# fetch_ctrl

fetch_ctrl, cells coloured by class:
Scale bar: 50 um.
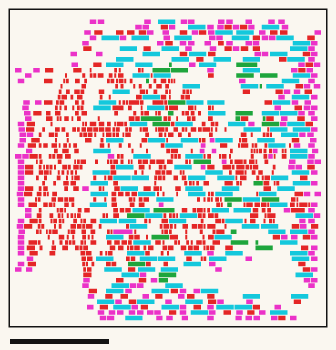

`src/rtl/fetch_pkg.sv`:
```
// fetch_pkg: shared state encoding and constants for the instruction fetch controller.
package fetch_pkg;
    typedef enum logic [1:0] {IDLE, REQ, HOLD, FAULT} state_t;
    localparam logic [1:0] FAULT_MISALIGN = 2'b01;
    localparam logic [1:0] FAULT_TIMEOUT  = 2'b10;
    localparam int INSTR_BYTES = 4;
endpackage

```
`src/rtl/fetch_watchdog.sv`:
```
// fetch_watchdog: saturating wait counter that flags when a request has waited TIMEOUT cycles.
module fetch_watchdog #(
    parameter int TIMEOUT = 16
) (
    input  logic clk,
    input  logic rst_n,
    input  logic clear,
    input  logic count,
    output logic expired
);
    localparam int W = $clog2(TIMEOUT + 1);
    logic [W-1:0] cnt;
    always_ff @(posedge clk or negedge rst_n) begin
        if (!rst_n) cnt <= '0;
        else if (clear) cnt <= '0;
        else if (count && cnt != W'(TIMEOUT - 1)) cnt <= cnt + W'(1);
    end
    assign expired = cnt == W'(TIMEOUT - 1);
endmodule

```
`src/rtl/fetch_ctrl.sv`:
```
// fetch_ctrl: front-end fetch sequencer owning the PC, the imem request and the decode holding register.
module fetch_ctrl
    import fetch_pkg::*;
#(
    parameter int              XLEN      = 32,
    parameter logic [XLEN-1:0] RESET_VEC = '0,
    parameter int              TIMEOUT   = 16
) (
    input  logic            fc_clk,
    input  logic            fc_rst_n,
    input  logic            fc_enable,
    input  logic            fc_jump_enb,
    input  logic [XLEN-1:0] fc_jump_base,
    input  logic [XLEN-1:0] fc_jump_offset,
    output logic            fc_imem_req,
    output logic [XLEN-1:0] fc_imem_addr,
    input  logic            fc_imem_ack,
    input  logic [XLEN-1:0] fc_imem_rdata,
    output logic            fc_instr_valid,
    output logic [XLEN-1:0] fc_instr,
    output logic [XLEN-1:0] fc_instr_pc,
    input  logic            fc_instr_ready,
    output logic            fc_fault,
    output logic [1:0]      fc_fault_code
);
    state_t          state;
    logic [XLEN-1:0] pc, pend, target;
    logic            drop, expired, accept, jump_bad;
    assign target       = fc_jump_base + fc_jump_offset;
    assign accept       = fc_instr_valid & fc_instr_ready;
    assign jump_bad     = fc_jump_enb & (|target[1:0]) & (state != FAULT);
    assign fc_imem_addr = pc;
    fetch_watchdog #(.TIMEOUT(TIMEOUT)) u_wdog (
        .clk    (fc_clk),
        .rst_n  (fc_rst_n),
        .clear  ((state != REQ) | fc_imem_ack),
        .count  (state == REQ),
        .expired(expired)
    );
    always_ff @(posedge fc_clk or negedge fc_rst_n) begin
        if (!fc_rst_n) begin
            state          <= IDLE;
            pc             <= RESET_VEC;
            pend           <= '0;
            drop           <= 1'b0;
            fc_imem_req    <= 1'b0;
            fc_instr_valid <= 1'b0;
            fc_instr       <= '0;
            fc_instr_pc    <= '0;
            fc_fault       <= 1'b0;
            fc_fault_code  <= '0;
        end else if (jump_bad) begin
            state          <= FAULT;
            drop           <= 1'b0;
            fc_imem_req    <= 1'b0;
            fc_instr_valid <= 1'b0;
            fc_fault       <= 1'b1;
            fc_fault_code  <= FAULT_MISALIGN;
        end else begin
            case (state)
                IDLE: begin
                    if (fc_jump_enb) pc <= target;
                    if (fc_enable) begin
                        state       <= REQ;
                        fc_imem_req <= 1'b1;
                    end
                end
                REQ: begin
                    // A response to a superseded address is discarded and the new target issued back-to-back
                    if (fc_imem_ack && (drop || fc_jump_enb)) begin
                        pc   <= fc_jump_enb ? target : pend;
                        drop <= 1'b0;
                    end else if (fc_imem_ack) begin
                        fc_instr       <= fc_imem_rdata;
                        fc_instr_pc    <= pc;
                        fc_instr_valid <= 1'b1;
                        fc_imem_req    <= 1'b0;
                        state          <= HOLD;
                    end else begin
                        if (fc_jump_enb) begin
                            drop <= 1'b1;
                            pend <= target;
                        end
                        if (expired) begin
                            state         <= FAULT;
                            fc_imem_req   <= 1'b0;
                            fc_fault      <= 1'b1;
                            fc_fault_code <= FAULT_TIMEOUT;
                        end
                    end
                end
                HOLD: begin
                    if (fc_jump_enb || accept) begin
                        pc             <= fc_jump_enb ? target : pc + XLEN'(INSTR_BYTES);
                        fc_instr_valid <= 1'b0;
                        fc_imem_req    <= fc_enable;
                        state          <= fc_enable ? REQ : IDLE;
                    end
                end
                default: ;
            endcase
        end
    end
endmodule

```
`config.mk`:
```
export PLATFORM = sky130hd
export DESIGN_NAME = fetch_ctrl
export DESIGN_NICKNAME = d
export VERILOG_FILES = /design/src/rtl/fetch_pkg.sv /design/src/rtl/fetch_watchdog.sv /design/src/rtl/fetch_ctrl.sv
export SDC_FILE = /design/constraint.sdc
export NUM_CORES = 1
export LEC_CHECK = 0
export CAP_MARGIN = 20
export CORE_MARGIN = 2
export CORE_UTILIZATION = 35
export DETAILED_ROUTE_END_ITERATION = 12
export HOLD_SLACK_MARGIN = 0.06
export PLACE_DENSITY_LB_ADDON = 0.25
export REMOVE_ABC_BUFFERS = 1
export SYNTH_ARGS = -nofsm -noshare
export SYNTH_HDL_FRONTEND = slang
export SYNTH_SLANG_ARGS = --single-unit
```
`constraint.sdc`:
```
create_clock -name fc_clk -period 6 [get_ports fc_clk]
set_clock_uncertainty 0.1 [all_clocks]
set_input_delay 0.9 -clock fc_clk [delete_from_list [all_inputs] [get_ports fc_clk]]
set_output_delay 0.9 -clock fc_clk [all_outputs]
set_load 0.01 [all_outputs]
```
# wb_arbiter

$ cat config.mk
export PLATFORM = sky130hd
export DESIGN_NAME = wb_arbiter
export DESIGN_NICKNAME = d
export VERILOG_FILES = /design/src/rtl/wb_arbiter_pkg.sv /design/src/rtl/wb_fifo.sv /design/src/rtl/wb_arbiter.sv
export SDC_FILE = /design/constraint.sdc
export NUM_CORES = 1
export LEC_CHECK = 0
export ABC_AREA = 1
export CAP_MARGIN = 5
export CORE_UTILIZATION = 30
export DETAILED_ROUTE_END_ITERATION = 16
export GPL_TIMING_DRIVEN = 0
export PLACE_DENSITY_LB_ADDON = 0.2
export SLEW_MARGIN = 25
export SYNTH_ARGS = -nofsm -noshare
export SYNTH_HDL_FRONTEND = slang
export SYNTH_HIERARCHICAL = 1
export SYNTH_SLANG_ARGS = --single-unit
$ cat constraint.sdc
create_clock -name clock -period 6.8 [get_ports clock]
set_clock_uncertainty 0.05 [all_clocks]
set_input_delay 1.36 -clock clock [delete_from_list [all_inputs] [get_ports clock]]
set_output_delay 1.36 -clock clock [all_outputs]
set_load 0.01 [all_outputs]
$ cat src/rtl/wb_arbiter_pkg.sv
// Shared widths, entry type and arbitration encoding for the write-back arbiter.
// Latency: n/a (definitions only).
// Backpressure: n/a (definitions only).
package wb_arbiter_pkg;

  localparam int REG_ADDR_W = 5;
  localparam int DATA_W     = 32;
  localparam int NUM_REGS   = 2 ** REG_ADDR_W;
  localparam int ENTRY_W    = REG_ADDR_W + DATA_W;

  // One pending register-file write.
  typedef struct packed {
    logic [REG_ADDR_W-1:0] waddr;
    logic [DATA_W-1:0]     data;
  } wb_entry_t;

  // Which source gets the last free slot when only one remains.
  typedef enum logic {
    FAV_MEM = 1'b0,
    FAV_ALU = 1'b1
  } favour_t;

endpackage

$ cat src/rtl/wb_fifo.sv
// Two-write / one-read entry FIFO; wr0 is ordered ahead of wr1 within a cycle.
// Latency: a written entry is visible at rd_dat from the following cycle.
// Backpressure: none inside; the owner gates its sources on count so it never overfills.
module wb_fifo
  import wb_arbiter_pkg::*;
#(
  parameter int DEPTH = 4
) (
  input  logic                   clock,
  input  logic                   reset,
  input  logic                   wr0_vld,
  input  logic [ENTRY_W-1:0]     wr0_dat,
  input  logic                   wr1_vld,
  input  logic [ENTRY_W-1:0]     wr1_dat,
  input  logic                   rd_vld,
  output logic [ENTRY_W-1:0]     rd_dat,
  output logic [$clog2(DEPTH):0] count
);

  localparam int PTR_W = $clog2(DEPTH);
  localparam int CNT_W = PTR_W + 1;

  logic [ENTRY_W-1:0] store [DEPTH];
  logic [PTR_W-1:0]   wr_ptr;
  logic [PTR_W-1:0]   rd_ptr;
  logic [PTR_W-1:0]   wr1_slot;

  // wr1 lands directly behind wr0 when both write, else at the write pointer.
  assign wr1_slot = wr_ptr + PTR_W'(wr0_vld);
  assign rd_dat   = store[rd_ptr];

  // Storage carries no reset: nothing is read unless count says it was written.
  always_ff @(posedge clock) begin
    if (wr0_vld) store[wr_ptr] <= wr0_dat;
    if (wr1_vld) store[wr1_slot] <= wr1_dat;
  end

  // Pointers wrap naturally at the power-of-two depth; count is one bit wider to tell full from empty.
  always_ff @(posedge clock or posedge reset) begin
    if (reset) begin
      wr_ptr <= '0;
      rd_ptr <= '0;
      count  <= '0;
    end else begin
      wr_ptr <= wr_ptr + PTR_W'(wr0_vld) + PTR_W'(wr1_vld);
      if (rd_vld) rd_ptr <= rd_ptr + PTR_W'(1);
      count  <= count + CNT_W'(wr0_vld) + CNT_W'(wr1_vld) - CNT_W'(rd_vld);
    end
  end

endmodule

$ cat src/rtl/wb_arbiter.sv
// Merges ALU and load-unit results into one in-order register-file write port (optional WB_PENDING_EN).
// Latency: one cycle from transfer to W_en when empty; otherwise queued behind older entries.
// Backpressure: registered readies; both high with >=2 free slots, round-robin with 1, low when full.
module wb_arbiter
  import wb_arbiter_pkg::*;
#(
  parameter int FIFO_DEPTH = 4
) (
  input  logic                  clock,
  input  logic                  reset,
  input  logic                  alu_valid,
  output logic                  alu_ready,
  input  logic [REG_ADDR_W-1:0] alu_waddr,
  input  logic [DATA_W-1:0]     alu_data,
  input  logic                  mem_valid,
  output logic                  mem_ready,
  input  logic [REG_ADDR_W-1:0] mem_waddr,
  input  logic [DATA_W-1:0]     mem_data,
  output logic                  W_en,
  output logic [REG_ADDR_W-1:0] Waddr,
  output logic [DATA_W-1:0]     Data_In,
  output logic [NUM_REGS-1:0]   pending,
  output logic                  idle
);

  localparam int CNT_W = $clog2(FIFO_DEPTH) + 1;

  favour_t          favour;
  favour_t          favour_nxt;
  logic             alu_ready_nxt;
  logic             mem_ready_nxt;

  logic             alu_fire;
  logic             mem_fire;
  logic             alu_has;
  logic             mem_has;
  wb_entry_t        alu_e;
  wb_entry_t        mem_e;

  logic             first_vld;
  logic             second_vld;
  wb_entry_t        first_e;
  wb_entry_t        second_e;

  logic [CNT_W-1:0] count;
  logic [CNT_W-1:0] count_nxt;
  logic [CNT_W-1:0] free_cur;
  logic [CNT_W-1:0] free_nxt;
  logic             fifo_empty;
  logic             bypass;
  logic             wr0_vld;
  logic             wr1_vld;
  wb_entry_t        wr0_e;
  wb_entry_t        head_e;
  logic             load;
  wb_entry_t        load_e;

  assign alu_fire = alu_valid && alu_ready;
  assign mem_fire = mem_valid && mem_ready;

  // Register 0 is never written, so its transfers complete without producing an entry.
  assign alu_has  = alu_fire && (alu_waddr != '0);
  assign mem_has  = mem_fire && (mem_waddr != '0);
  assign alu_e    = '{waddr: alu_waddr, data: alu_data};
  assign mem_e    = '{waddr: mem_waddr, data: mem_data};

  // Compact this cycle's entries into an ordered pair: mem first, so a same-register alu result lands last.
  assign first_vld  = mem_has || alu_has;
  assign first_e    = mem_has ? mem_e : alu_e;
  assign second_vld = mem_has && alu_has;
  assign second_e   = alu_e;

  // An empty FIFO lets the oldest new entry skip straight into the output register.
  assign fifo_empty = (count == '0);
  assign bypass     = fifo_empty && first_vld;
  assign wr0_vld    = fifo_empty ? second_vld : first_vld;
  assign wr0_e      = fifo_empty ? second_e   : first_e;
  assign wr1_vld    = !fifo_empty && second_vld;

  // The output register drains the FIFO head whenever there is one, else takes the bypass entry.
  assign load   = !fifo_empty || bypass;
  assign load_e = fifo_empty ? first_e : head_e;

  wb_fifo #(
    .DEPTH (FIFO_DEPTH)
  ) u_fifo (
    .clock   (clock),
    .reset   (reset),
    .wr0_vld (wr0_vld),
    .wr0_dat (wr0_e),
    .wr1_vld (wr1_vld),
    .wr1_dat (second_e),
    .rd_vld  (!fifo_empty),
    .rd_dat  (head_e),
    .count   (count)
  );

  // Next-cycle readies come from next-cycle occupancy so they leave a flop, never a valid.
  always_comb begin
    count_nxt     = count + CNT_W'(wr0_vld) + CNT_W'(wr1_vld) - CNT_W'(!fifo_empty);
    free_cur      = CNT_W'(FIFO_DEPTH) - count;
    free_nxt      = CNT_W'(FIFO_DEPTH) - count_nxt;
    favour_nxt    = favour;
    if (free_cur == CNT_W'(1)) begin
      if ((favour == FAV_MEM) && mem_fire) favour_nxt = FAV_ALU;
      if ((favour == FAV_ALU) && alu_fire) favour_nxt = FAV_MEM;
    end
    alu_ready_nxt = 1'b0;
    mem_ready_nxt = 1'b0;
    if (free_nxt >= CNT_W'(2)) begin
      alu_ready_nxt = 1'b1;
      mem_ready_nxt = 1'b1;
    end else if (free_nxt == CNT_W'(1)) begin
      alu_ready_nxt = (favour_nxt == FAV_ALU);
      mem_ready_nxt = (favour_nxt == FAV_MEM);
    end
  end

  // Arbitration state: round-robin favour plus the registered readies it drives.
  always_ff @(posedge clock or posedge reset) begin
    if (reset) begin
      favour    <= FAV_MEM;
      alu_ready <= 1'b0;
      mem_ready <= 1'b0;
    end else begin
      favour    <= favour_nxt;
      alu_ready <= alu_ready_nxt;
      mem_ready <= mem_ready_nxt;
    end
  end

  // Register-file write port; address and data hold when no write is issued.
  always_ff @(posedge clock or posedge reset) begin
    if (reset) begin
      W_en    <= 1'b0;
      Waddr   <= '0;
      Data_In <= '0;
    end else begin
      W_en <= load;
      if (load) begin
        Waddr   <= load_e.waddr;
        Data_In <= load_e.data;
      end
    end
  end

  assign idle = fifo_empty && !W_en;

`ifdef WB_PENDING_EN
  localparam int PEND_W = $clog2(FIFO_DEPTH + 2);

  logic [PEND_W-1:0] pend_cnt [NUM_REGS];
  logic [1:0]        pend_inc [NUM_REGS];
  logic              pend_dec [NUM_REGS];

  // Count entries entering per register and the one leaving the output register this cycle.
  always_comb begin
    for (int r = 0; r < NUM_REGS; r++) begin
      pend_inc[r] = 2'(first_vld  && (first_e.waddr  == REG_ADDR_W'(r)))
                  + 2'(second_vld && (second_e.waddr == REG_ADDR_W'(r)));
      pend_dec[r] = W_en && (Waddr == REG_ADDR_W'(r));
    end
  end

  // Outstanding writes per register, covering both FIFO contents and the output register.
  always_ff @(posedge clock or posedge reset) begin
    if (reset) begin
      for (int r = 0; r < NUM_REGS; r++) pend_cnt[r] <= '0;
    end else begin
      for (int r = 0; r < NUM_REGS; r++) begin
        pend_cnt[r] <= pend_cnt[r] + PEND_W'(pend_inc[r]) - PEND_W'(pend_dec[r]);
      end
    end
  end

  // A register is pending while any of its writes is still outstanding.
  always_comb begin
    for (int r = 0; r < NUM_REGS; r++) pending[r] = (pend_cnt[r] != '0);
  end
`else
  assign pending = '0;
`endif

endmodule

# writeback_scoreboard

<file path="config.mk">
export PLATFORM = sky130hd
export DESIGN_NAME = writeback_scoreboard
export DESIGN_NICKNAME = d
export VERILOG_FILES = /design/src/rtl/writeback_scoreboard.sv
export SDC_FILE = /design/constraint.sdc
export NUM_CORES = 1
export LEC_CHECK = 0
export CAP_MARGIN = 5
export CORE_UTILIZATION = 40
export CTS_BUF_LIST = sky130_fd_sc_hd__clkbuf_16
export CTS_CLUSTER_SIZE = 25
export DETAILED_ROUTE_END_ITERATION = 8
export GPL_TIMING_DRIVEN = 0
export PLACE_DENSITY = 0.7
export SYNTH_ARGS = -nofsm -noshare
export SYNTH_HDL_FRONTEND = slang
export SYNTH_SLANG_ARGS = --single-unit
</file>
<file path="constraint.sdc">
create_clock -name clk -period 2.8 [get_ports clk]
set_input_delay 0.28 -clock clk [delete_from_list [all_inputs] [get_ports clk]]
set_output_delay 0.28 -clock clk [all_outputs]
set_load 0.005 [all_outputs]
</file>
<file path="src/rtl/writeback_scoreboard.sv">
// writeback_scoreboard
//   Write-side initiator for the 2R/1W register file. Merges single-cycle
//   pipeline results with long-latency (mul/div) results onto the single
//   registered write port. A busy bitmap tracks the destinations of
//   in-flight long-latency ops and raises a decode stall on RAW hazards.
//
// Ports
//   clk, rst                  clock (rising edge), async active-low reset
//   pipe_valid/waddr/wdata    single-cycle result; always accepted, has priority
//   md_issue_valid/waddr      long-latency issue; accepted when md_issue_ready
//   md_issue_ready            !full and destination not already busy (blocks WAW)
//   md_done_valid/wdata       long-latency result, arrives in issue order
//   md_done_ready             result consumed when pipe idle and FIFO non-empty
//   rs_a, rs_b / stall        decode read addresses / hold decode on RAW hazard
//   wen, waddr, wdata         registered register-file write port
//   pending_count             long-latency ops in flight (FIFO occupancy)
//   err                       sticky protocol error, cleared only by reset
//
// Handshake: a transfer happens on a rising edge where valid && ready are
// both high. Ready is combinational from current state and may depend on
// the paired valid/address inputs; valid must not depend on ready.

module writeback_scoreboard #(
  parameter int MD_OUTSTANDING = 4,
  parameter int CNT_W          = $clog2(MD_OUTSTANDING) + 1
) (
  input  logic             clk,
  input  logic             rst,
  input  logic             pipe_valid,
  input  logic [4:0]       pipe_waddr,
  input  logic [31:0]      pipe_wdata,
  input  logic             md_issue_valid,
  input  logic [4:0]       md_issue_waddr,
  output logic             md_issue_ready,
  input  logic             md_done_valid,
  input  logic [31:0]      md_done_wdata,
  output logic             md_done_ready,
  input  logic [4:0]       rs_a,
  input  logic [4:0]       rs_b,
  output logic             stall,
  output logic             wen,
  output logic [4:0]       waddr,
  output logic [31:0]      wdata,
  output logic [CNT_W-1:0] pending_count,
  output logic             err
);

  localparam int PTR_W = (MD_OUTSTANDING > 1) ? $clog2(MD_OUTSTANDING) : 1;
  localparam logic [CNT_W-1:0] FULL_CNT = CNT_W'(MD_OUTSTANDING);

  // Destination FIFO: issued addresses in issue order; head pairs with the
  // next md_done result.
  logic [4:0]       addr_mem_q [MD_OUTSTANDING];
  logic [PTR_W-1:0] wr_ptr_q, wr_ptr_d;
  logic [PTR_W-1:0] rd_ptr_q, rd_ptr_d;
  logic [CNT_W-1:0] count_q, count_d;
  logic [31:0]      busy_q, busy_d;
  logic             err_q, err_d;
  logic             wen_q, wen_d;
  logic [4:0]       waddr_q, waddr_d;
  logic [31:0]      wdata_q, wdata_d;

  logic       full, empty, push, pop;
  logic [4:0] head;

  assign full  = (count_q == FULL_CNT);
  assign empty = (count_q == '0);
  assign head  = addr_mem_q[rd_ptr_q];

  // Ready uses the current full flag; a same-cycle pop does not make room.
  assign md_issue_ready = !full && !((md_issue_waddr != 5'd0) && busy_q[md_issue_waddr]);
  assign md_done_ready  = !pipe_valid && !empty;

  assign push = md_issue_valid && md_issue_ready;
  assign pop  = md_done_valid && md_done_ready;

  assign stall = ((rs_a != 5'd0) && busy_q[rs_a]) || ((rs_b != 5'd0) && busy_q[rs_b]);

  always_comb begin
    wr_ptr_d = wr_ptr_q;
    rd_ptr_d = rd_ptr_q;
    count_d  = count_q;
    busy_d   = busy_q;
    err_d    = err_q;
    wen_d    = 1'b0;
    waddr_d  = waddr_q;
    wdata_d  = wdata_q;

    if (push) wr_ptr_d = wr_ptr_q + 1'b1;
    if (pop)  rd_ptr_d = rd_ptr_q + 1'b1;
    if (push && !pop)      count_d = count_q + 1'b1;
    else if (pop && !push) count_d = count_q - 1'b1;

    // Clear on the edge that registers the md write so busy falls in the
    // same cycle wen is high; forwarding in the register file covers decode.
    // Issue-ready guarantees a set never targets the address being cleared.
    if (pop)  busy_d[head] = 1'b0;
    if (push) busy_d[md_issue_waddr] = 1'b1;
    busy_d[0] = 1'b0;

    if (pipe_valid) begin
      wen_d   = (pipe_waddr != 5'd0);
      waddr_d = pipe_waddr;
      wdata_d = pipe_wdata;
    end else if (pop) begin
      wen_d   = (head != 5'd0);
      waddr_d = head;
      wdata_d = md_done_wdata;
    end

    // Pipe overwriting a register still owed by a long-latency op, or a
    // result with no matching issue, are protocol violations.
    if (pipe_valid && (pipe_waddr != 5'd0) && busy_q[pipe_waddr]) err_d = 1'b1;
    if (md_done_valid && empty) err_d = 1'b1;
  end

  always_ff @(posedge clk or negedge rst) begin
    if (!rst) begin
      wr_ptr_q <= '0;
      rd_ptr_q <= '0;
      count_q  <= '0;
      busy_q   <= '0;
      err_q    <= 1'b0;
      wen_q    <= 1'b0;
      waddr_q  <= '0;
      wdata_q  <= '0;
    end else begin
      wr_ptr_q <= wr_ptr_d;
      rd_ptr_q <= rd_ptr_d;
      count_q  <= count_d;
      busy_q   <= busy_d;
      err_q    <= err_d;
      wen_q    <= wen_d;
      waddr_q  <= waddr_d;
      wdata_q  <= wdata_d;
    end
  end

  // FIFO storage carries no reset; occupancy alone defines validity.
  always_ff @(posedge clk) begin
    if (push) addr_mem_q[wr_ptr_q] <= md_issue_waddr;
  end

  assign wen           = wen_q;
  assign waddr         = waddr_q;
  assign wdata         = wdata_q;
  assign pending_count = count_q;
  assign err           = err_q;

endmodule

</file>
# div_unit

[config.mk]
export PLATFORM = sky130hd
export DESIGN_NAME = div_unit
export DESIGN_NICKNAME = d
export VERILOG_FILES = /design/src/rtl/div_unit_pkg.sv /design/src/rtl/div_unit.sv
export SDC_FILE = /design/constraint.sdc
export NUM_CORES = 1
export LEC_CHECK = 0
export CAP_MARGIN = 30
export CORE_AREA = 2 2 164 166
export DETAILED_ROUTE_END_ITERATION = 8
export DIE_AREA = 0 0 166 168
export PLACE_DENSITY = 0.57
export SLEW_MARGIN = 20
export SYNTH_ARGS = -nofsm -noshare
export SYNTH_HDL_FRONTEND = slang
export SYNTH_SLANG_ARGS = --single-unit
[constraint.sdc]
create_clock -name clock -period 2.75 [get_ports clock]
set_input_delay 0.6875 -clock clock [delete_from_list [all_inputs] [get_ports clock]]
set_output_delay 0.6875 -clock clock [all_outputs]
set_load 0.005 [all_outputs]
[src/rtl/div_unit_pkg.sv]
// Shared constants and state encoding for the iterative divider.
package div_unit_pkg;

    localparam int BNUM_DEFAULT = 32;

    typedef enum logic [1:0] {
        ST_IDLE = 2'd0,
        ST_RUN  = 2'd1,
        ST_FIX  = 2'd2,
        ST_DONE = 2'd3
    } div_state_t;

endpackage

[src/rtl/div_unit.sv]
// Iterative restoring divider, one quotient bit per cycle; signed mode is
// available only when DIV_UNIT_SIGNED_EN is defined (otherwise always unsigned).
module div_unit
    import div_unit_pkg::*;
#(
    parameter int bNUM = BNUM_DEFAULT
) (
    input  logic            clock,
    input  logic            reset,
    input  logic            start,
    input  logic            Signed,
    input  logic [bNUM-1:0] A,
    input  logic [bNUM-1:0] B,
    output logic [bNUM-1:0] Quotient,
    output logic [bNUM-1:0] Remainder,
    output logic            busy,
    output logic            done,
    output logic            DivZero
);

    localparam int CNT_W = (bNUM > 1) ? $clog2(bNUM) : 1;
    localparam logic [CNT_W-1:0] CNT_LAST = CNT_W'(bNUM - 1);

    div_state_t      state_r;
    logic [bNUM-1:0] quo_r;
    logic [bNUM-1:0] rem_r;
    logic [bNUM-1:0] div_r;
    logic [CNT_W-1:0] cnt_r;
    logic            qneg_r;
    logic            rneg_r;
    logic            dz_r;

    logic            a_neg_s;
    logic            b_neg_s;
    logic [bNUM-1:0] a_mag_s;
    logic [bNUM-1:0] b_mag_s;
    logic [bNUM:0]   sh_s;
    logic [bNUM:0]   diff_s;

    // Operand sign extraction, magnitudes and the trial subtraction of one step.
    always_comb begin
`ifdef DIV_UNIT_SIGNED_EN
        a_neg_s = Signed & A[bNUM-1];
        b_neg_s = Signed & B[bNUM-1];
`else
        a_neg_s = Signed & 1'b0;
        b_neg_s = Signed & 1'b0;
`endif
        if (a_neg_s) begin
            a_mag_s = ~A + bNUM'(1);
        end else begin
            a_mag_s = A;
        end
        if (b_neg_s) begin
            b_mag_s = ~B + bNUM'(1);
        end else begin
            b_mag_s = B;
        end
        sh_s   = {rem_r, quo_r[bNUM-1]};
        diff_s = sh_s - {1'b0, div_r};
    end

    // Control FSM, iteration datapath and registered result outputs.
    always_ff @(posedge clock) begin
        if (reset) begin
            state_r   <= ST_IDLE;
            quo_r     <= '0;
            rem_r     <= '0;
            div_r     <= '0;
            cnt_r     <= '0;
            qneg_r    <= 1'b0;
            rneg_r    <= 1'b0;
            dz_r      <= 1'b0;
            Quotient  <= '0;
            Remainder <= '0;
            busy      <= 1'b0;
            done      <= 1'b0;
            DivZero   <= 1'b0;
        end else begin
            busy <= (state_r == ST_RUN) || (state_r == ST_FIX);
            done <= (state_r == ST_DONE);
            case (state_r)
                ST_IDLE: begin
                    cnt_r <= '0;
                    if (start) begin
                        if (B == '0) begin
                            // Zero divisor skips iteration; FIX passes the preset result through.
                            quo_r   <= '1;
                            rem_r   <= A;
                            div_r   <= '0;
                            qneg_r  <= 1'b0;
                            rneg_r  <= 1'b0;
                            dz_r    <= 1'b1;
                            state_r <= ST_FIX;
                        end else begin
                            quo_r   <= a_mag_s;
                            rem_r   <= '0;
                            div_r   <= b_mag_s;
                            qneg_r  <= a_neg_s ^ b_neg_s;
                            rneg_r  <= a_neg_s;
                            dz_r    <= 1'b0;
                            state_r <= ST_RUN;
                        end
                    end
                end
                ST_RUN: begin
                    if (diff_s[bNUM] == 1'b0) begin
                        rem_r <= diff_s[bNUM-1:0];
                        quo_r <= {quo_r[bNUM-2:0], 1'b1};
                    end else begin
                        rem_r <= sh_s[bNUM-1:0];
                        quo_r <= {quo_r[bNUM-2:0], 1'b0};
                    end
                    if (cnt_r == CNT_LAST) begin
                        cnt_r   <= '0;
                        state_r <= ST_FIX;
                    end else begin
                        cnt_r <= cnt_r + CNT_W'(1);
                    end
                end
                ST_FIX: begin
                    if (qneg_r) begin
                        quo_r <= ~quo_r + bNUM'(1);
                    end
                    if (rneg_r) begin
                        rem_r <= ~rem_r + bNUM'(1);
                    end
                    state_r <= ST_DONE;
                end
                ST_DONE: begin
                    Quotient  <= quo_r;
                    Remainder <= rem_r;
                    DivZero   <= dz_r;
                    state_r   <= ST_IDLE;
                end
                default: begin
                    state_r <= ST_IDLE;
                end
            endcase
        end
    end

endmodule

fetch_ctrl, drive-strength map:
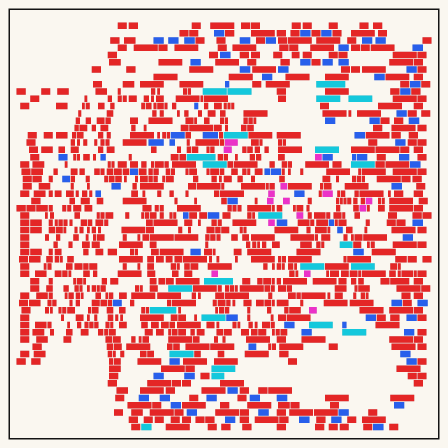
[cyan] x6 and larger | cells: 24 | most used: clkbuf_16
[magenta] x3 and x4 | cells: 15 | most used: buf_4
[red] x1 and smaller | cells: 951 | most used: clkdlybuf4s50_1
[blue] x2 | cells: 92 | most used: mux2_2
post-route design area: 0.0114 mm2
count of non-CTS buffers in the layout: 212

## Picture notes: 'cells coloured by class' of fetch_ctrl
[green] clock drivers and dummy loads | cells: 31
[magenta] remaining buffers and delay cells | cells: 212
[red] remaining logic cells | cells: 698
[cyan] registers | cells: 141
Seq/total area: 30.9%
Rows: 56
Core Box Area: 0.0236 mm2
fraction of the core area covered by cells at the end of the flow: 48.3%

==> qor.log, fetch_ctrl <==
INFO  floorplanning  chipArea=0.0255mm2
INFO  power_and_ir_drop power.combinational.fraction=18.7%
INFO  power_and_ir_drop totalPowerFinal=2.62mW
INFO  power_and_ir_drop cellInternalPower=1.90mW
INFO  logic_synthesis syn_area=0.00847mm2
INFO  finish         final_common_cell=sky130_fd_sc_hd__clkdlybuf4s50_1
INFO  power_and_ir_drop vdd_ir_drop_max=190uV
INFO  clocking       cts-root-buf=sky130_fd_sc_hd__clkbuf_16
INFO  logic_synthesis yosysWarningCount=0
INFO  floorplanning  floorplan.die.width=160um
INFO  logic_synthesis flop_cell=sky130_fd_sc_hd__dfrtp_1
INFO  routing        initialDrtViolationCount=389
INFO  routing        ant_nets=0
INFO  grt            global_route.overflow_total=0
INFO  sta            post-route-min-period=4140ps
INFO  sta            final_period_util=69.1%
INFO  routing        detail_route.vias_per_cell=5.35
INFO  grt            grt_first_pass_wirelength=39400um
INFO  grt            largest_net_degree_at_the_start_of_global_routing=109
INFO  routing        routedLengthMet1=11200um
INFO  floorplanning  die_y=160um
INFO  job            timing.max_cap.violations=0
INFO  routing        detail_route.wl_per_cell=17.5um
INFO  sta            hold_violations_final=0
INFO  finish         layout.filler_cells=2253
INFO  power_and_ir_drop clockPowerShare=41.3%
INFO  placement      buffer_ports.inserted=202
INFO  logic_synthesis yosysTopAreaCell=sky130_fd_sc_hd__dfrtp_1
INFO  logic_synthesis ys_cells=887
INFO  power_and_ir_drop powerComb=0.489mW
INFO  power_and_ir_drop sw_frac_of_total=27.5%
INFO  routing        routed_wl=24500um
INFO  routing        vias=7497
INFO  status         outcome=finished, final reports clean
INFO  setup_path     critPathLaunchType=primary input
## fetch_ctrl: worst max-delay path by stage
stage | from | endpoint | cells after the start | slack, ps
floorplan | state[1] | fc_instr[0] | 5 | 2070
global placement | fc_jump_base[0] | fc_imem_addr[31] | 13 | 1520
detailed placement | fc_jump_base[0] | fc_imem_addr[31] | 13 | 1460
CTS | fc_jump_base[0] | fc_imem_addr[31] | 13 | 1890
global route | fc_jump_base[0] | fc_imem_addr[27] | 12 | 1670
finish | fc_jump_base[0] | fc_imem_addr[31] | 13 | 1860
## fetch_ctrl: final cells by class
type | count | area [um2] | area share (%)
Sequential cell | 141 | 3530 | 30.9
Clock inverter | 11 | 143 | 1.25
Multi-Input combinational cell | 676 | 4680 | 41.0
Timing Repair Buffer | 212 | 2120 | 18.6
Clock buffer | 20 | 457 | 4.00
Tap cell | 319 | 399 | 3.50
Inverter | 22 | 82.6 | 0.724
## fetch_ctrl: cell families (layout without fill, tap and decap cells)
logic type	count (synthesis)	count (layout)	share of synthesized area, %
compound gates	252	252	19.3
buf+inv	70	265	3.15
simple gates	258	258	14.6
flops	141	141	41.6
fa+ha+maj	40	40	6.00
mux	75	75	9.89
xor+xnor	51	51	5.36
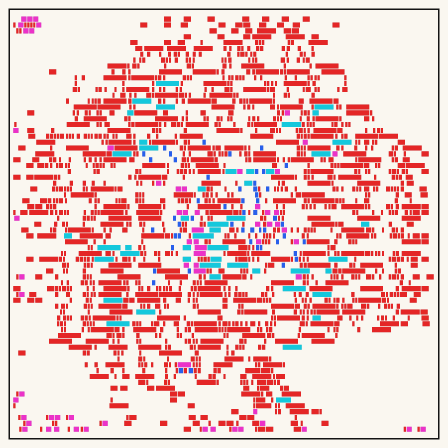
wb_arbiter: drive-strength map
[cyan] x6 and larger | cells: 47 | most used: clkbuf_16
[red] x1 and smaller | cells: 1492 | most used: nand2_1
[blue] x2 | cells: 51 | most used: buf_2
[magenta] x3 and x4 | cells: 64 | most used: buf_4
count of non-CTS buffers in the layout: 268
post-route design area: 0.0145 mm2
min setup slack post-route: 1770 ps

==> qor.log, wb_arbiter <==
INFO  sta            slew_headroom=40.4%
INFO  floorplanning  chipArea=0.0395mm2
INFO  power_and_ir_drop power_leakage=6.56nW
INFO  finish         comb_cells=1060
INFO  floorplanning  top_level_ports=151
INFO  placement      placed_cell_area=0.0138mm2
INFO  power_and_ir_drop power-per-cell-area=495mW/mm2
INFO  floorplanning  initial_core_util=30.7%
INFO  finish         areaGrowthSynthToFinish=24.5%
INFO  status         outcome=finished, final reports clean
INFO  grt            grt_first_pass_wirelength=62000um
INFO  min_path       hold_path.startpoint=Data_In[7]
INFO  setup_path     arrival=5130ps
INFO  power_and_ir_drop vdd_ir_drop_max=239uV
INFO  power_and_ir_drop sw_frac_of_total=44.0%
INFO  setup_path     worst_setup_path_end_kind=flop
INFO  setup_path     slowest_stage=sky130_fd_sc_hd__clkdlybuf4s50_1
INFO  finish         layout-drive-gt1-share=9.79%
INFO  setup_path     crit_path_largest_cell_delay=560ps
INFO  setup_path     timing.critical_path.cells=clkdlybuf4s50_1, inv_1, nand3_4, nand2_2, nand2_2, buf_2, buf_2, nand2_1, nand2_1, ha_1, nor2_2, nand3_1, buf_4, buf_6, o21ai_4, buf_16, buf_16
INFO  logic_synthesis synth_flop_count=196
INFO  sta            totalNegativeSetupSlack=0ps
INFO  logic_synthesis postSynthSeqShare=48.6%
wb_arbiter: power by group through the flow:
stage	logic (mW)	registers (mW)	clock network (mW)
global placement	3.51	2.36	0
finish	3.78	2.26	1.12
CTS	3.76	2.26	1.14
floorplan	2.20	2.34	0
detailed placement	3.74	2.28	0
global route	4.15	2.31	1.19
wb_arbiter: cells by family after synthesis:
group	Yosys count	synth area share (%)
AOI/OAI and AO/OA	118	7.09
xor gates and xnor gates	6	0.453
adders and majority gates	10	1.27
buffers and inverters	238	10.5
DFF	196	48.6
other	1	0.0323
and+or+nand+nor	894	32.0
wb_arbiter: worst max-delay path, delay by kind of cell:
family | cells | cell delay [ps]
buffers and inverters | 8 | 2120
AOI/OAI and AO/OA | 1 | 220
and+or+nand+nor | 7 | 1060
adders and majority gates | 1 | 320
wb_arbiter: sequential cells by signal, summed over array words and instances, names as in the netlist:
register / count
favour: 1
alu_ready: 1
Data_In: 32
u_fifo/rd_ptr: 2
W_en: 1
u_fifo/wr_ptr: 2
mem_ready: 1
Waddr: 5
u_fifo/store: 148
u_fifo/count: 3
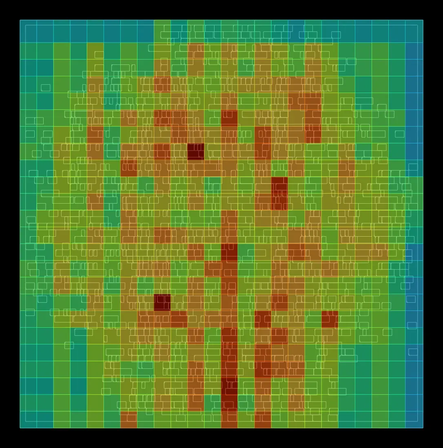
div_unit: routing congestion
routing layer with the top usage in global route: met2
drt wl/cell: 16.3 um
met2 track demand over resource: 29.2%
met3 Use GR: 3.29%

div_unit, wires at chosen ports, followed through buffers:
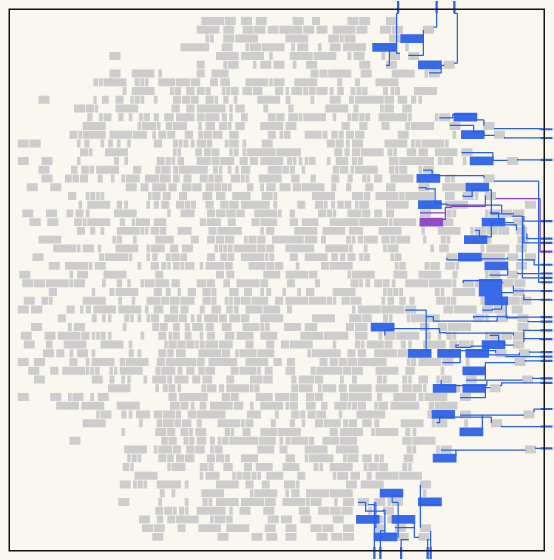
[blue] `Quotient` | bits: 32 | direction: output | edge: 24 east, 5 south, 3 north | end cells: 32 | buffers: 32 | wire: 955 um
[purple] `DivZero` | bits: 1 | direction: output | edge: east | end cells: 1 | buffers: 1 | wire: 59.6 um
input/output buffers: 133
io pins: 135

==> qor.log, div_unit <==
INFO  status         outcome=finished with violations
INFO  status         violated_checks=negative setup slack
INFO  routing        met2_length=11800um
INFO  routing        detailed_routing_iterations_pass_1=5
INFO  clocking       worst_setup_hold_path_clk_slew=70ps
INFO  clocking       tritoncts.num_buffers=17
INFO  finish         final_cell_mix=168 x sky130_fd_sc_hd__dfxtp_1, 166 x sky130_fd_sc_hd__buf_4, 134 x sky130_fd_sc_hd__nand2_1, 132 x sky130_fd_sc_hd__clkdlybuf4s50_1, 125 x sky130_fd_sc_hd__nor2_1
INFO  finish         finish.utilization=48.1%
INFO  job            timing.max_cap.violations=0
INFO  finish         comb_cells=770
INFO  setup_path     timing.rr.end=rem_r[16]
INFO  finish         comb-cell-share=41.5%
INFO  power_and_ir_drop sw_frac_of_total=40.7%
INFO  routing        initialDrtViolationCount=446
INFO  sta            final.setup.worst_slack=-229ps
INFO  finish         combGateArea=0.00526mm2
INFO  min_path       min-delay-path-class=reg -> reg
INFO  power_and_ir_drop vdd_ir_drop_max=791uV
INFO  setup_path     arrival=3270ps
INFO  finish         sequential_area=0.00343mm2
INFO  sta            timing.fmax=336MHz
INFO  finish         nFlopsAndLatches=171
INFO  finish         layout-drive-gt1-share=21.5%
INFO  sta            setup_viol=31
INFO  logic_synthesis postSynthSeqShare=38.1%
INFO  grt            largest_net_degree_at_the_start_of_global_routing=78
INFO  grt            global_route.overflow_total=0
INFO  setup_path     regToRegSetupSlack=-230ps
INFO  sta            final_period_util=108%
[div_unit: state kept, by name, summed over array words and instances (netlist names), 2 cells and up]
register   flops
div_r         32
state_r        2
Quotient      32
cnt_r          5
quo_r         32
rem_r         32
Remainder     32
[div_unit: critical path: stages (launching register included)]
cell and delay [ps]:
sky130_fd_sc_hd__dfxtp_2 340, sky130_fd_sc_hd__inv_2 40, sky130_fd_sc_hd__ha_4 150, sky130_fd_sc_hd__fa_2 350, sky130_fd_sc_hd__nand2b_4 160, sky130_fd_sc_hd__a211oi_4 270
sky130_fd_sc_hd__o21ai_2 110, sky130_fd_sc_hd__o21ai_2 230, sky130_fd_sc_hd__o21ai_4 110, sky130_fd_sc_hd__xnor2_4 180, sky130_fd_sc_hd__buf_12 160, sky130_fd_sc_hd__buf_12 130
sky130_fd_sc_hd__mux2_4 300, sky130_fd_sc_hd__a221oi_2 210, sky130_fd_sc_hd__nor3_1 70
[div_unit: cell families after synthesis]
group / after synthesis / synth area share (%)
and+or+nand+nor: 347 / 16.8
muxes: 88 / 10.5
adders and majority gates: 39 / 5.52
AOI/OAI and AO/OA: 268 / 20.6
xor gates and xnor gates: 28 / 2.94
buffers and inverters: 121 / 5.50
DFF: 171 / 38.1
writeback_scoreboard, cells coloured by class:
Scale bar: 20 um.
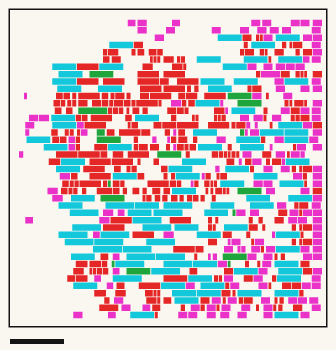
[cyan] registers | cells: 97
[red] remaining logic cells | cells: 326
[magenta] remaining buffers and delay cells | cells: 174
[green] clock drivers and dummy loads | cells: 16
Rows: 41
Core Box Area: 0.0128 mm2

==> qor.log, writeback_scoreboard <==
INFO  status         outcome=finished, final reports clean
INFO  placement      routabilityCongestion=0.912
INFO  setup_path     cp_data_required_time=2520ps
INFO  sta            hold_violations_final=0
INFO  setup_path     worst_setup_path_end_kind=primary output
INFO  grt            global_route.overflow_total=0
INFO  logic_synthesis adder_share=1.54%
INFO  logic_synthesis postSynthSeqShare=47.2%
INFO  floorplanning  die_y=118um
INFO  clocking       cts_tree=yes
INFO  finish         layout.nets=703
INFO  grt            first_global_vias=4512
INFO  logic_synthesis yosys-top-cells-count=77 x sky130_fd_sc_hd__dfrtp_1, 69 x sky130_fd_sc_hd__o21ai_0, 54 x sky130_fd_sc_hd__nand2_1
INFO  grt            grt_first_pass_wirelength=25600um
INFO  floorplanning  floorplan.die.width=118um
INFO  setup_path     critical_path_peak_fanout=10
INFO  clocking       cts-root-buf=sky130_fd_sc_hd__clkbuf_16
INFO  clocking       worst_setup_hold_path_clk_slew=70ps
INFO  clocking       clockBufferDepth=2
INFO  clocking       postCtsSetupRepairBufs=5
INFO  job            timing.max_cap.violations=0
-- writeback_scoreboard: registers in the layout, indices dropped and copies added (netlist names) --
register       count
wr_ptr_q           2
waddr              5
addr_mem_q        20
busy_q            31
wdata             32
err                1
rd_ptr_q           2
wen                1
pending_count      3
-- writeback_scoreboard: final cells by class --
cell class	count	area (um2)
Timing Repair Buffer	141	1390
Fill cell	1079	5510
Inverter	7	31.3
Buffer	33	190
Clock buffer	9	225
Tap cell	172	215
Multi-Input combinational cell	319	2670
Clock inverter	7	58.8
Sequential cell	97	2530
-- writeback_scoreboard: stage by stage --
stage               hold WS (ps)  instance area (um2)  setup TNS (ps)  setup WS [ps]  instances
global route                 385                 7310           -1.79          -1.79        785
detailed placement           312                 6890           -5900           -797        761
global placement             462                 6880         -105390          -1310        760
CTS                          360                 7250           -39.8          -39.8        783
finish                       352                 7310               0            100        785
floorplan                  -15.6                 5360               0            204        458
-- writeback_scoreboard: where the power goes --
group / leakage, nW / total (mW) / internal [mW] / switching, mW
combinational: 1.56 / 2.27 / 1.22 / 1.05
clock: 0.154 / 1.21 / 0.680 / 0.534
sequential: 1.12 / 2.20 / 1.83 / 0.368


==> gallery <==
Wires at chosen ports, followed through buffers.
picture 1
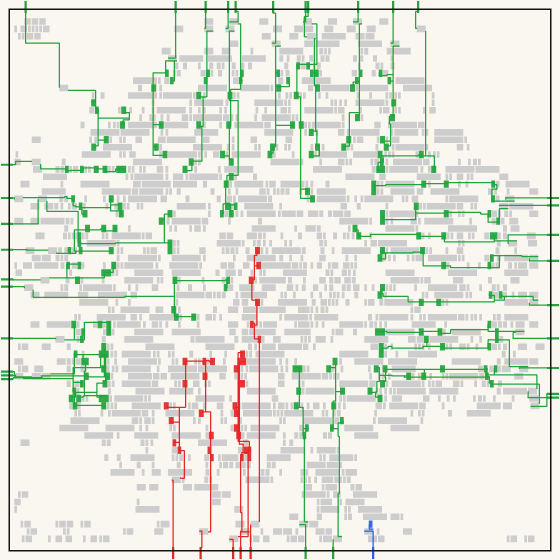
picture 2
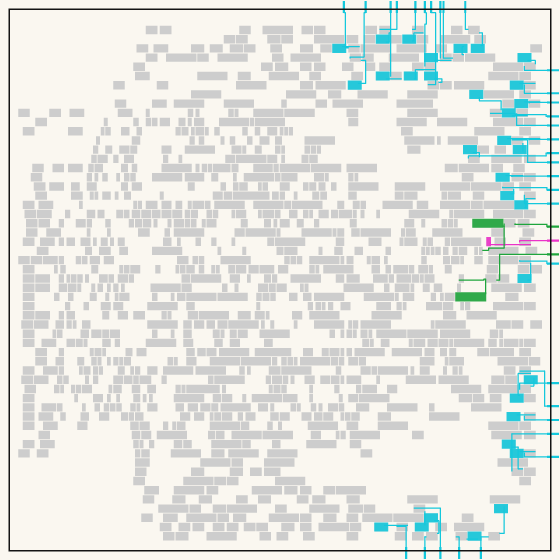
picture 3
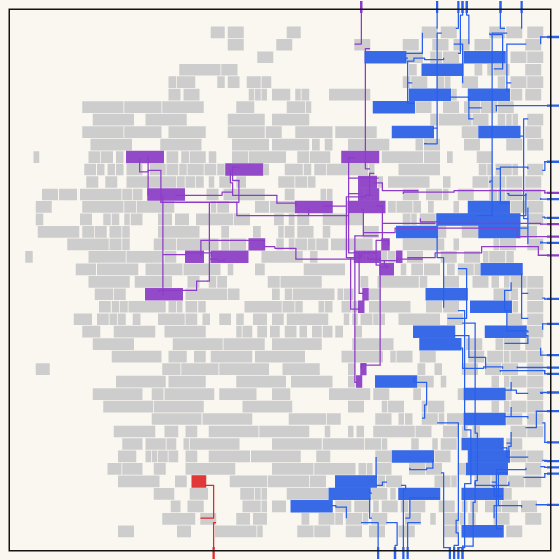
The one with the most cells is picture 1.
The one with the fewest cells is picture 3.
picture 2: fetch_ctrl
picture 3: writeback_scoreboard
picture 1: wb_arbiter


==> layout pictures side by side <==
Wire density map.
shot_01.png
Scale bar: 50 um. The die is cut into 40 by 40 equal tiles; dark purple is low, yellow is high, scaled to the fullest tile. Values are wire area over tile area, all layers added.
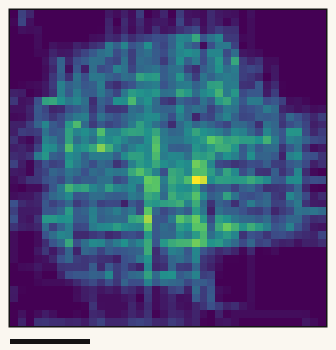
shot_02.png
Scale bar: 50 um. The die is cut into 33 by 34 equal tiles; dark purple is low, yellow is high, scaled to the fullest tile. Values are wire area over tile area, all layers added.
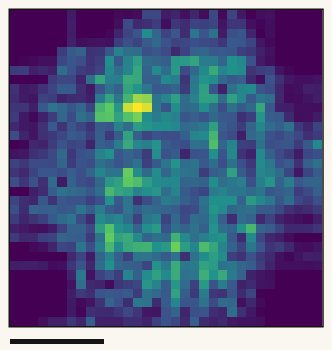
shot_03.png
Scale bar: 20 um. The die is cut into 24 by 24 equal tiles; dark purple is low, yellow is high, scaled to the fullest tile. Values are wire area over tile area, all layers added.
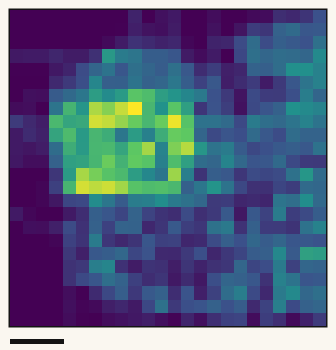
shot_04.png
Scale bar: 50 um. The die is cut into 32 by 32 equal tiles; dark purple is low, yellow is high, scaled to the fullest tile. Values are wire area over tile area, all layers added.
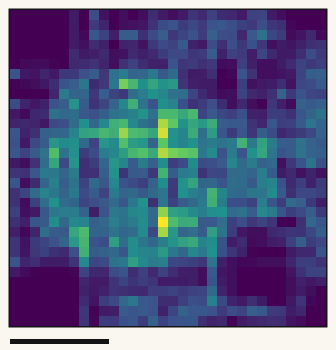
shot_02.png: div_unit
shot_03.png: writeback_scoreboard
shot_04.png: fetch_ctrl
shot_01.png: wb_arbiter
- smallest die: shot_03.png
- largest die: shot_01.png

Key to shot_03.png:
nearly empty tiles: 16%
tiles over half the peak: 13%
mean over tiles: 0.19

Power and IR drop assume default switching activity.
